=== load_store_unit_flat ===
### src/rtl/load_store_unit_pkg.sv
// Shared definitions for the load/store unit: access-size and FSM state encodings,
// plus lane helpers that the CPU decoder also reuses.
package load_store_unit_pkg;

  typedef enum logic [1:0] {
    SZ_BYTE = 2'b00,
    SZ_HALF = 2'b01,
    SZ_WORD = 2'b10,
    SZ_ILL  = 2'b11
  } lsuSize_t;

  typedef enum logic [1:0] {
    IDLE = 2'b00,
    RD   = 2'b01,
    WR   = 2'b10,
    RESP = 2'b11
  } lsuState_t;

  function automatic logic isMisaligned(input logic [1:0] size, input logic [1:0] lane);
    case (size)
      SZ_HALF: isMisaligned = lane[0];
      SZ_WORD: isMisaligned = |lane;
      default: isMisaligned = 1'b0;
    endcase
  endfunction

  // One bit per byte of the word that an access of this size/lane touches.
  function automatic logic [3:0] laneMask(input logic [1:0] size, input logic [1:0] lane);
    case (size)
      SZ_BYTE: laneMask = 4'b0001 << lane;
      SZ_HALF: laneMask = lane[1] ? 4'b1100 : 4'b0011;
      default: laneMask = 4'b1111;
    endcase
  endfunction

endpackage

### src/rtl/load_store_unit_if.sv
// CPU request/response and data-memory port of the load/store unit, bundled so the
// unit (slave) and the datapath/memory side (master) share one connection.
interface load_store_unit_if;
  // Request: taken on a rising edge where ReqValid && ReqReady; the Req* fields only need
  // to be stable in that cycle. Response: RespValid is a single-cycle pulse with no
  // backpressure, RespData/RespErr are only meaningful while it is high.
  logic        ReqValid;
  logic        ReqReady;
  logic        ReqWrite;
  logic [1:0]  ReqSize;
  logic        ReqSigned;
  logic [31:0] ReqAddr;
  logic [31:0] ReqWrData;
  logic        RespValid;
  logic [31:0] RespData;
  logic        RespErr;
  logic [31:0] DmemAddr;
  logic        DmemWrite;
  logic [31:0] DmemWrData;
  logic [31:0] DmemRdData;

  modport slave (
    input  ReqValid, ReqWrite, ReqSize, ReqSigned, ReqAddr, ReqWrData, DmemRdData,
    output ReqReady, RespValid, RespData, RespErr, DmemAddr, DmemWrite, DmemWrData
  );

  modport master (
    output ReqValid, ReqWrite, ReqSize, ReqSigned, ReqAddr, ReqWrData, DmemRdData,
    input  ReqReady, RespValid, RespData, RespErr, DmemAddr, DmemWrite, DmemWrData
  );
endinterface

### src/rtl/load_store_unit_align.sv
// Combinational lane logic: extracts and sign/zero-extends load data, and merges
// sub-word store data into a previously read word.
module load_store_unit_align
  import load_store_unit_pkg::*;
(
  input  logic [1:0]  size,
  input  logic        signExt,
  input  logic [1:0]  lane,
  input  logic [31:0] rdWord,
  input  logic [31:0] keepWord,
  input  logic [31:0] stData,
  output logic [31:0] loadData,
  output logic [31:0] mergedWord
);

  logic [7:0]  byteSel;
  logic [15:0] halfSel;
  logic [31:0] stRep;
  logic [3:0]  mask;

  always_comb begin
    byteSel = rdWord[{lane, 3'b000} +: 8];
    halfSel = lane[1] ? rdWord[31:16] : rdWord[15:0];
    case (size)
      SZ_BYTE: loadData = {{24{signExt & byteSel[7]}}, byteSel};
      SZ_HALF: loadData = {{16{signExt & halfSel[15]}}, halfSel};
      default: loadData = rdWord;
    endcase
  end

  // Replicate the store data across all lanes, then let the mask pick which bytes land.
  always_comb begin
    case (size)
      SZ_BYTE: stRep = {4{stData[7:0]}};
      SZ_HALF: stRep = {2{stData[15:0]}};
      default: stRep = stData;
    endcase
    mask = laneMask(size, lane);
    for (int i = 0; i < 4; i++) begin
      mergedWord[8*i +: 8] = mask[i] ? stRep[8*i +: 8] : keepWord[8*i +: 8];
    end
  end

endmodule

### src/rtl/load_store_unit.sv
// Load/store unit: drives a word-addressed data memory from byte/half/word CPU requests,
// using read-modify-write for sub-word stores. Define LSU_BOUNDS_CHECK_EN to reject
// addresses above the memory range instead of wrapping them.
module load_store_unit
  import load_store_unit_pkg::*;
#(
  parameter int DMEM_AW = 8
) (
  input  logic              Clk,
  input  logic              Rst_n,
  load_store_unit_if.slave  bus,
  output lsuState_t         DbgState
);

  lsuState_t   state, stateNxt;
  logic        reqWriteQ;
  logic [1:0]  reqSizeQ;
  logic        reqSignedQ;
  logic [1:0]  laneQ;
  logic [31:0] wrDataQ;
  logic [31:0] rdWordQ;
  logic [31:0] respDataQ;
  logic        respErrQ;
  logic [31:0] dmemAddrQ;
  logic        accept;
  logic        boundsErr;
  logic        reqErr;
  logic [31:0] loadData;
  logic [31:0] mergedWord;

`ifdef LSU_BOUNDS_CHECK_EN
  assign boundsErr = |bus.ReqAddr[31:DMEM_AW+2];
`else
  // Upper address bits are intentionally dropped: accesses wrap within the memory.
  logic unusedAddrHi;
  assign unusedAddrHi = ^bus.ReqAddr[31:DMEM_AW+2];
  assign boundsErr    = 1'b0;
`endif

  assign accept = bus.ReqValid && (state == IDLE);
  assign reqErr = (bus.ReqSize == SZ_ILL) || isMisaligned(bus.ReqSize, bus.ReqAddr[1:0]) ||
                  boundsErr;

  always_ff @(posedge Clk or negedge Rst_n) begin
    if (!Rst_n) state <= IDLE;
    else        state <= stateNxt;
  end

  always_comb begin
    stateNxt = state;
    case (state)
      IDLE: begin
        if (bus.ReqValid) begin
          if (reqErr)                    stateNxt = RESP;
          else if (!bus.ReqWrite)        stateNxt = RD;
          else if (bus.ReqSize == SZ_WORD) stateNxt = WR;
          else                           stateNxt = RD;
        end
      end
      RD:      stateNxt = reqWriteQ ? WR : RESP;
      WR:      stateNxt = RESP;
      RESP:    stateNxt = IDLE;
      default: stateNxt = IDLE;
    endcase
  end

  always_ff @(posedge Clk or negedge Rst_n) begin
    if (!Rst_n) begin
      reqWriteQ  <= 1'b0;
      reqSizeQ   <= 2'b00;
      reqSignedQ <= 1'b0;
      laneQ      <= 2'b00;
      wrDataQ    <= '0;
      rdWordQ    <= '0;
      respDataQ  <= '0;
      respErrQ   <= 1'b0;
      dmemAddrQ  <= '0;
    end else if (accept) begin
      reqWriteQ  <= bus.ReqWrite;
      reqSizeQ   <= bus.ReqSize;
      reqSignedQ <= bus.ReqSigned;
      laneQ      <= bus.ReqAddr[1:0];
      wrDataQ    <= bus.ReqWrData;
      respDataQ  <= '0;
      respErrQ   <= reqErr;
      dmemAddrQ  <= {{(32-DMEM_AW){1'b0}}, bus.ReqAddr[DMEM_AW+1:2]};
    end else if (state == RD) begin
      // A load finishes its extraction here; a sub-word store keeps the word for merging.
      if (reqWriteQ) rdWordQ   <= bus.DmemRdData;
      else           respDataQ <= loadData;
    end
  end

  load_store_unit_align u_align (
    .size       (reqSizeQ),
    .signExt    (reqSignedQ),
    .lane       (laneQ),
    .rdWord     (bus.DmemRdData),
    .keepWord   (rdWordQ),
    .stData     (wrDataQ),
    .loadData   (loadData),
    .mergedWord (mergedWord)
  );

  // Memory-side and response outputs are pure decodes of state so a reset drops them at once.
  assign bus.ReqReady   = (state == IDLE);
  assign bus.DmemWrite  = (state == WR);
  assign bus.DmemWrData = (state == WR) ? mergedWord : '0;
  assign bus.DmemAddr   = dmemAddrQ;
  assign bus.RespValid  = (state == RESP);
  assign bus.RespData   = (state == RESP) ? respDataQ : '0;
  assign bus.RespErr    = (state == RESP) && respErrQ;
  assign DbgState       = state;

endmodule

### src/flat_wrapper.sv
// flat-port wrapper written by rule: the top's interface ports become plain ports
module load_store_unit_flat import load_store_unit_pkg::*;
#(
  parameter int DMEM_AW = 8
)
  (Clk, Rst_n, DbgState, bus_ReqValid, bus_ReqWrite, bus_ReqSize, bus_ReqSigned, bus_ReqAddr, bus_ReqWrData, bus_DmemRdData, bus_ReqReady, bus_RespValid, bus_RespData, bus_RespErr, bus_DmemAddr, bus_DmemWrite, bus_DmemWrData);
  load_store_unit_if bus_i ();
  input  logic Clk;
  input  logic Rst_n;
  output lsuState_t DbgState;
  input wire logic [$bits(bus_i.ReqValid)-1:0] bus_ReqValid;
  input wire logic [$bits(bus_i.ReqWrite)-1:0] bus_ReqWrite;
  input wire logic [$bits(bus_i.ReqSize)-1:0] bus_ReqSize;
  input wire logic [$bits(bus_i.ReqSigned)-1:0] bus_ReqSigned;
  input wire logic [$bits(bus_i.ReqAddr)-1:0] bus_ReqAddr;
  input wire logic [$bits(bus_i.ReqWrData)-1:0] bus_ReqWrData;
  input wire logic [$bits(bus_i.DmemRdData)-1:0] bus_DmemRdData;
  output wire logic [$bits(bus_i.ReqReady)-1:0] bus_ReqReady;
  output wire logic [$bits(bus_i.RespValid)-1:0] bus_RespValid;
  output wire logic [$bits(bus_i.RespData)-1:0] bus_RespData;
  output wire logic [$bits(bus_i.RespErr)-1:0] bus_RespErr;
  output wire logic [$bits(bus_i.DmemAddr)-1:0] bus_DmemAddr;
  output wire logic [$bits(bus_i.DmemWrite)-1:0] bus_DmemWrite;
  output wire logic [$bits(bus_i.DmemWrData)-1:0] bus_DmemWrData;
  assign bus_i.ReqValid = bus_ReqValid;
  assign bus_i.ReqWrite = bus_ReqWrite;
  assign bus_i.ReqSize = bus_ReqSize;
  assign bus_i.ReqSigned = bus_ReqSigned;
  assign bus_i.ReqAddr = bus_ReqAddr;
  assign bus_i.ReqWrData = bus_ReqWrData;
  assign bus_i.DmemRdData = bus_DmemRdData;
  assign bus_ReqReady = bus_i.ReqReady;
  assign bus_RespValid = bus_i.RespValid;
  assign bus_RespData = bus_i.RespData;
  assign bus_RespErr = bus_i.RespErr;
  assign bus_DmemAddr = bus_i.DmemAddr;
  assign bus_DmemWrite = bus_i.DmemWrite;
  assign bus_DmemWrData = bus_i.DmemWrData;
  load_store_unit #(.DMEM_AW(DMEM_AW)) u_core (.Clk(Clk), .Rst_n(Rst_n), .bus(bus_i), .DbgState(DbgState));
endmodule
### config.mk
export PLATFORM = sky130hd
export DESIGN_NAME = load_store_unit_flat
export DESIGN_NICKNAME = d
export VERILOG_FILES = /design/src/rtl/load_store_unit_pkg.sv /design/src/rtl/load_store_unit_if.sv /design/src/rtl/load_store_unit_align.sv /design/src/rtl/load_store_unit.sv /design/src/flat_wrapper.sv
export SDC_FILE = /design/constraint.sdc
export NUM_CORES = 1
export LEC_CHECK = 0
export ABC_AREA = 0
export CAP_MARGIN = 15
export CORE_ASPECT_RATIO = 1.4
export CORE_UTILIZATION = 40
export CTS_CLUSTER_SIZE = 16
export DETAILED_ROUTE_END_ITERATION = 10
export PLACE_DENSITY = 0.72
export SYNTH_ARGS = -nofsm -noshare
export SYNTH_HDL_FRONTEND = slang
export SYNTH_SLANG_ARGS = --single-unit
### constraint.sdc
create_clock -name Clk -period 6.23 [get_ports Clk]
set_input_delay 1.869 -clock Clk [delete_from_list [all_inputs] [get_ports Clk]]
set_output_delay 1.869 -clock Clk [all_outputs]
set_load 0.01 [all_outputs]
=== ahb_slave_controller ===
## src/rtl/ahb_slave_controller.sv

```systemverilog
`default_nettype none
// ============================================================================
//  Module   : ahb_slave_controller
//  Purpose  : Transfer sequencer for the AHB-Lite slave register/buffer
//             interface. Accepts address phases, registers the transfer
//             attributes for the address decoder, inserts wait states while
//             the data buffer cannot satisfy a buffer access, and issues the
//             two-cycle ERROR response for illegal accesses.
//  Ports    : clk, n_rst (async active-low)
//             hsel, htrans, haddr, hsize, hwrite    - AHB address phase
//             buffer_occupancy                      - bytes held in buffer
//             haddr_reg, hsize_reg, hwrite_reg,
//             hsel_reg                              - registered transfer
//             state                                 - 0 IDLE, 1 DATA,
//                                                     2 WAIT, 3 ERROR
//             hready, hresp                         - AHB response
//  Options  : `define WAIT_TIMEOUT_EN to error a buffer access that stays in
//             WAIT for WAIT_MAX cycles. Undefined (default): WAIT persists
//             until the buffer can satisfy the transfer.
//  Revision : 1.0 - initial release
// ============================================================================
module ahb_slave_controller #(
    parameter int BUF_DEPTH = 64,
    parameter int WAIT_MAX  = 15
) (
    input  logic       clk,
    input  logic       n_rst,
    input  logic       hsel,
    input  logic [1:0] htrans,
    input  logic [3:0] haddr,
    input  logic [1:0] hsize,
    input  logic       hwrite,
    input  logic [6:0] buffer_occupancy,
    output logic [3:0] haddr_reg,
    output logic [1:0] hsize_reg,
    output logic       hwrite_reg,
    output logic       hsel_reg,
    output logic [1:0] state,
    output logic       hready,
    output logic       hresp
);

    typedef enum logic [2:0] {
        S_IDLE = 3'd0,
        S_DATA = 3'd1,
        S_WAIT = 3'd2,
        S_ERR1 = 3'd3,
        S_ERR2 = 3'd4
    } state_t;

    localparam logic [8:0] C_BUF_DEPTH = 9'(BUF_DEPTH);

    state_t r_state;
    state_t w_state_next;
    logic   w_accept;
    logic   w_illegal;
    logic   w_buf_region;
    logic   w_buf_ok_new;
    logic   w_buf_ok_pend;

    // Only htrans[1] distinguishes NONSEQ/SEQ from IDLE/BUSY.
    logic   w_unused_htrans0;
    assign w_unused_htrans0 = htrans[0];

`ifdef WAIT_TIMEOUT_EN
    localparam logic [7:0] C_WAIT_MAX = 8'(WAIT_MAX);
    logic [7:0] r_wait_cnt;
    logic [7:0] w_wait_cnt_next;
`else
    // Timeout removed in this build; WAIT_MAX has no effect.
    logic [7:0] w_unused_wait_max;
    assign w_unused_wait_max = 8'(WAIT_MAX);
`endif

    // Can the buffer move 2**size bytes in the requested direction right now?
    function automatic logic buf_ok(input logic [1:0] size, input logic write,
                                    input logic [6:0] occ);
        logic [8:0] need;
        logic [8:0] occ9;
        need = 9'd1 << size;
        occ9 = {2'b00, occ};
        if (write)
            buf_ok = (occ9 + need) <= C_BUF_DEPTH;
        else
            buf_ok = occ9 >= need;
    endfunction

    // Moore outputs
    assign hready   = (r_state != S_WAIT) && (r_state != S_ERR1);
    assign hresp    = (r_state == S_ERR1) || (r_state == S_ERR2);
    assign w_accept = hready && hsel && htrans[1];

    always_comb begin
        state = 2'd0;
        case (r_state)
            S_DATA:         state = 2'd1;
            S_WAIT:         state = 2'd2;
            S_ERR1, S_ERR2: state = 2'd3;
            default:        state = 2'd0;
        endcase
    end

    assign w_buf_region  = (haddr[3:2] == 2'b00);
    assign w_buf_ok_new  = buf_ok(hsize, hwrite, buffer_occupancy);
    // While waiting, the stalled transfer is the registered one.
    assign w_buf_ok_pend = buf_ok(hsize_reg, hwrite_reg, buffer_occupancy);

    // Illegal access classification of the incoming address phase. Word
    // accesses inside the buffer region are not alignment-checked.
    always_comb begin
        w_illegal = 1'b0;
        if (hsize == 2'd3)
            w_illegal = 1'b1;
        else if ((haddr >= 4'h9 && haddr <= 4'hB) || haddr >= 4'hE)
            w_illegal = 1'b1;
        else if ((hsize == 2'd1 && haddr[0]) ||
                 (hsize == 2'd2 && haddr[1:0] != 2'b00 && haddr[3:2] != 2'b00))
            w_illegal = 1'b1;
        else if (hwrite && haddr >= 4'h4 && haddr <= 4'h8)
            w_illegal = 1'b1;
    end

    always_comb begin
        w_state_next = r_state;
`ifdef WAIT_TIMEOUT_EN
        w_wait_cnt_next = r_wait_cnt;
`endif
        case (r_state)
            S_IDLE, S_DATA, S_ERR2: begin
                if (!w_accept) begin
                    w_state_next = S_IDLE;
                end else if (w_illegal) begin
                    w_state_next = S_ERR1;
                end else if (w_buf_region && !w_buf_ok_new) begin
                    w_state_next = S_WAIT;
`ifdef WAIT_TIMEOUT_EN
                    w_wait_cnt_next = 8'd0;
`endif
                end else begin
                    w_state_next = S_DATA;
                end
            end
            S_WAIT: begin
                // A satisfied buffer wins over a timeout in the same cycle.
                if (w_buf_ok_pend) begin
                    w_state_next = S_DATA;
                end else begin
`ifdef WAIT_TIMEOUT_EN
                    if (r_wait_cnt < C_WAIT_MAX)
                        w_wait_cnt_next = r_wait_cnt + 8'd1;
                    if (w_wait_cnt_next >= C_WAIT_MAX)
                        w_state_next = S_ERR1;
`else
                    w_state_next = S_WAIT;
`endif
                end
            end
            S_ERR1:  w_state_next = S_ERR2;
            default: w_state_next = S_IDLE;
        endcase
    end

    always_ff @(posedge clk or negedge n_rst) begin
        if (!n_rst) begin
            r_state    <= S_IDLE;
            haddr_reg  <= 4'd0;
            hsize_reg  <= 2'd0;
            hwrite_reg <= 1'b0;
            hsel_reg   <= 1'b0;
        end else begin
            r_state <= w_state_next;
            if (w_accept) begin
                haddr_reg  <= haddr;
                hsize_reg  <= hsize;
                hwrite_reg <= hwrite;
                hsel_reg   <= hsel;
            end else if (hready) begin
                // Idle slot: attributes hold, select no longer qualified.
                hsel_reg <= 1'b0;
            end
        end
    end

`ifdef WAIT_TIMEOUT_EN
    always_ff @(posedge clk or negedge n_rst) begin
        if (!n_rst)
            r_wait_cnt <= 8'd0;
        else
            r_wait_cnt <= w_wait_cnt_next;
    end
`endif

endmodule
`default_nettype wire
```

## config.mk

```make
export PLATFORM = sky130hd
export DESIGN_NAME = ahb_slave_controller
export DESIGN_NICKNAME = d
export VERILOG_FILES = /design/src/rtl/ahb_slave_controller.sv
export SDC_FILE = /design/constraint.sdc
export NUM_CORES = 1
export LEC_CHECK = 0
export CAP_MARGIN = 10
export CORE_ASPECT_RATIO = 1.4
export CORE_MARGIN = 2
export CORE_UTILIZATION = 49
export DETAILED_ROUTE_END_ITERATION = 10
export PLACE_DENSITY = 0.85
export SYNTH_ARGS = -nofsm -noshare
export SYNTH_HDL_FRONTEND = slang
export SYNTH_SLANG_ARGS = --single-unit
```

## constraint.sdc

```tcl
create_clock -name clk -period 2.44 [get_ports clk]
set_input_delay 0.488 -clock clk [delete_from_list [all_inputs] [get_ports clk]]
set_output_delay 0.488 -clock clk [all_outputs]
set_load 0.02 [all_outputs]
```

**ahb_slave_controller: cells coloured by class**

Scale: 4 px per um. Fill, decap, tap and diode cells in grey.
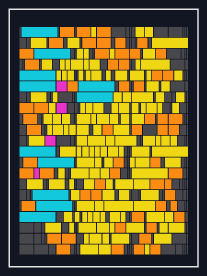
[sequential cells] cyan | cells: 11 | share of their area: 15%
[remaining buffers and delay cells] orange | cells: 59 | share of their area: 27%
[combinational and other logic] yellow | cells: 136 | share of their area: 57%
[clock drivers and dummy loads] magenta | cells: 4 | share of their area: 1.4%

**ahb_slave_controller: placed standard cells**

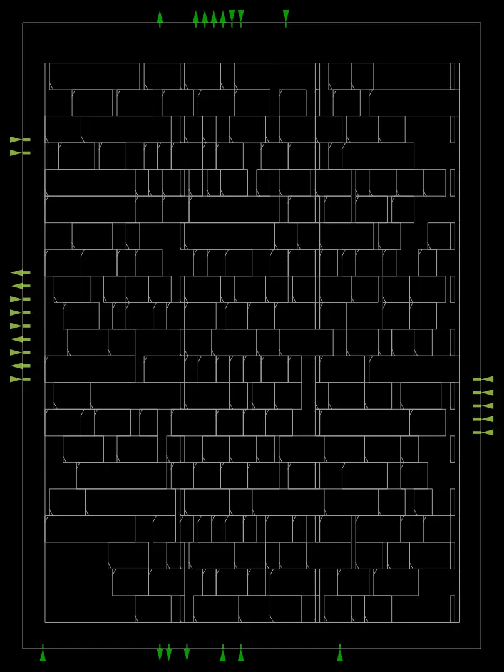
final core utilization: 78.31%
FILL cells: 173
flop count: 11
Seq/total area: 14.54%
Core Region: 2417 um2

==> notes.md, ahb_slave_controller <==
run metrics: Post-Syn Instances 148, WP buf/inv 1, Detailed Routing Iterations Pass 1 4, syn_nets 185, Worst-path clk slew 0.06 ns, placer's final routability congestion estimate 0.9048, max_slew headroom 66.22%, Logic inverters 14, # setup viols final 1, Post-Layout Cell Count 244, Critical Path AT 2.61 ns, critical path cell sequence buf_2 -> or2b_4 -> ha_4 -> or3b_4 -> nand4b_1 -> mux2_4 -> a211oi_4 -> o21ai_1 -> a221o_1, met3 wire length 118 um, violated checks negative setup slack, Tap Cells 34, fin crit share 101.1%, via count of the first global-routing pass 1474, leakage power 0.8579 nW, per-cell routed wire length around 15 um, global-route met1 utilization ~28%, Fin. Hold Viols 0, GR peak layer met2, crit-path max cell delay roughly 0.37 ns, met2 usage in global routing 52.05%, outcome finished with violations, Setup WS post-layout -0.02756 ns, top-count cell post-synth ha_1, final net count 248
ahb_slave_controller: what timing repair did:
item / 4_1_cts / 5_1_grt
endpoints found under the setup margin: 2 / 3
pin swaps: 3 / 3
gates resized: 16 / 7
ahb_slave_controller: where the power goes:
group	total, W	internal [W]	switching [W]
combinational	0.000588	0.000294	0.000295
sequential	0.000262	0.000224	0.0000378
clock	0.000116	0.0000631	0.0000532
total	0.000966	0.000581	0.000386
ahb_slave_controller: final timing paths:
check	from	to	slack, ns	cells after the start
min in group asynchronous	n_rst	haddr_reg[1]$_DFFE_PN0P_	0.57	1
max	hsize[1]	r_state[1]$_DFF_PN0_	-0.03	9
max in group asynchronous	n_rst	r_state[0]$_DFF_PN0_	1.54	1
min reg2reg	hsel_reg$_DFFE_PN0P_	hsel_reg$_DFFE_PN0P_	0.48	1
max reg2reg	hsize_reg[0]$_DFFE_PN0P_	r_state[1]$_DFF_PN0_	0.13	7
min	hsel_reg$_DFFE_PN0P_	hsel_reg$_DFFE_PN0P_	0.48	1
**load_store_unit_flat: placed standard cells**

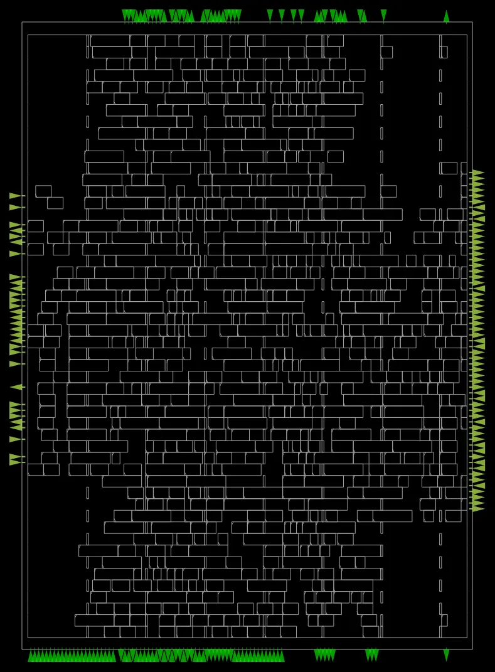
Tap Cells: 189
row cnt: 52
Post-Layout Cell Count: 884

==> notes.md, load_store_unit_flat <==
run metrics: Post-Synthesis Cell Area 6023 um2, fin crit share between 80 and 90%, FILL cells 1236, post-route design area 8270 um2, Async SR Flop Fraction 100.0%, Logic inverters 9, clock buffer depth 2, RSZ-0062 raised after global routing false, Post-Route WL 17.13 mm, sequential fraction of design power 32.2%, outcome completed, Cells after DPL ~850, critical path cell sequence nor2_1 -> o21ai_1 -> nand3_1 -> o211a_1 -> clkdlybuf4s50_1, met1 wire length around 7 mm, total number of vias 4875
[load_store_unit_flat: registers in the layout (all words and copies together) (netlist names)]
| signal | cells |
|---|---|
| u_core.respErrQ | 1 |
| u_core.respDataQ | 32 |
| u_core.laneQ | 2 |
| u_core.wrDataQ | 32 |
| u_core.rdWordQ | 32 |
| u_core.bus.DmemAddr | 8 |
| u_core.reqSignedQ | 1 |
| u_core.reqSizeQ | 2 |
| u_core.DbgState | 2 |
| u_core.reqWriteQ | 1 |
[load_store_unit_flat: path summary, 6_finish.rpt]
check | to | slack [ns] | depth (start not counted)
max reg2reg | u_core.respDataQ[2]$_DFFE_PN0P_ | 3.80 | 4
min in group asynchronous | u_core.reqSignedQ$_DFFE_PN0P_ | 1.58 | 1
max | bus_DmemWrData[10] | 0.97 | 5
min | u_core.respErrQ$_DFFE_PN0P_ | 0.49 | 2
max in group asynchronous | u_core.rdWordQ[2]$_DFFE_PN0P_ | 3.53 | 2
min reg2reg | u_core.respErrQ$_DFFE_PN0P_ | 0.49 | 2


## Gallery

Clock wires, drivers and flops.
image #1
Scale: 4 px per um.
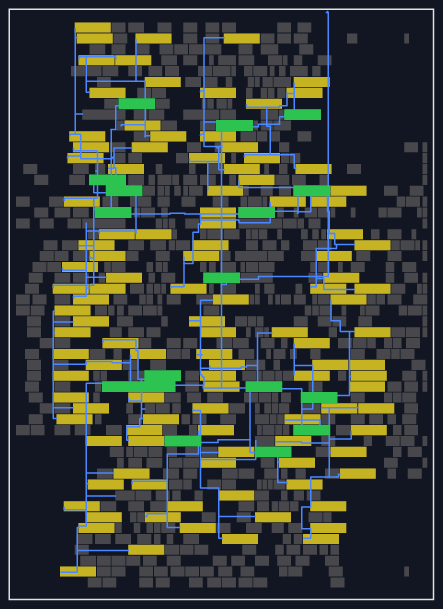
image #2
Scale: 10 px per um.
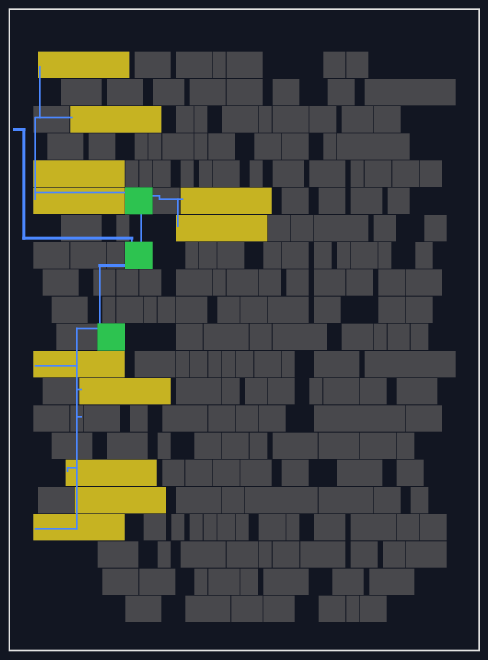
image #1 -> load_store_unit_flat
image #2 -> ahb_slave_controller
- largest die: image #1
- most sequential cells: image #1

Power is estimated from default activity; no workload was simulated.
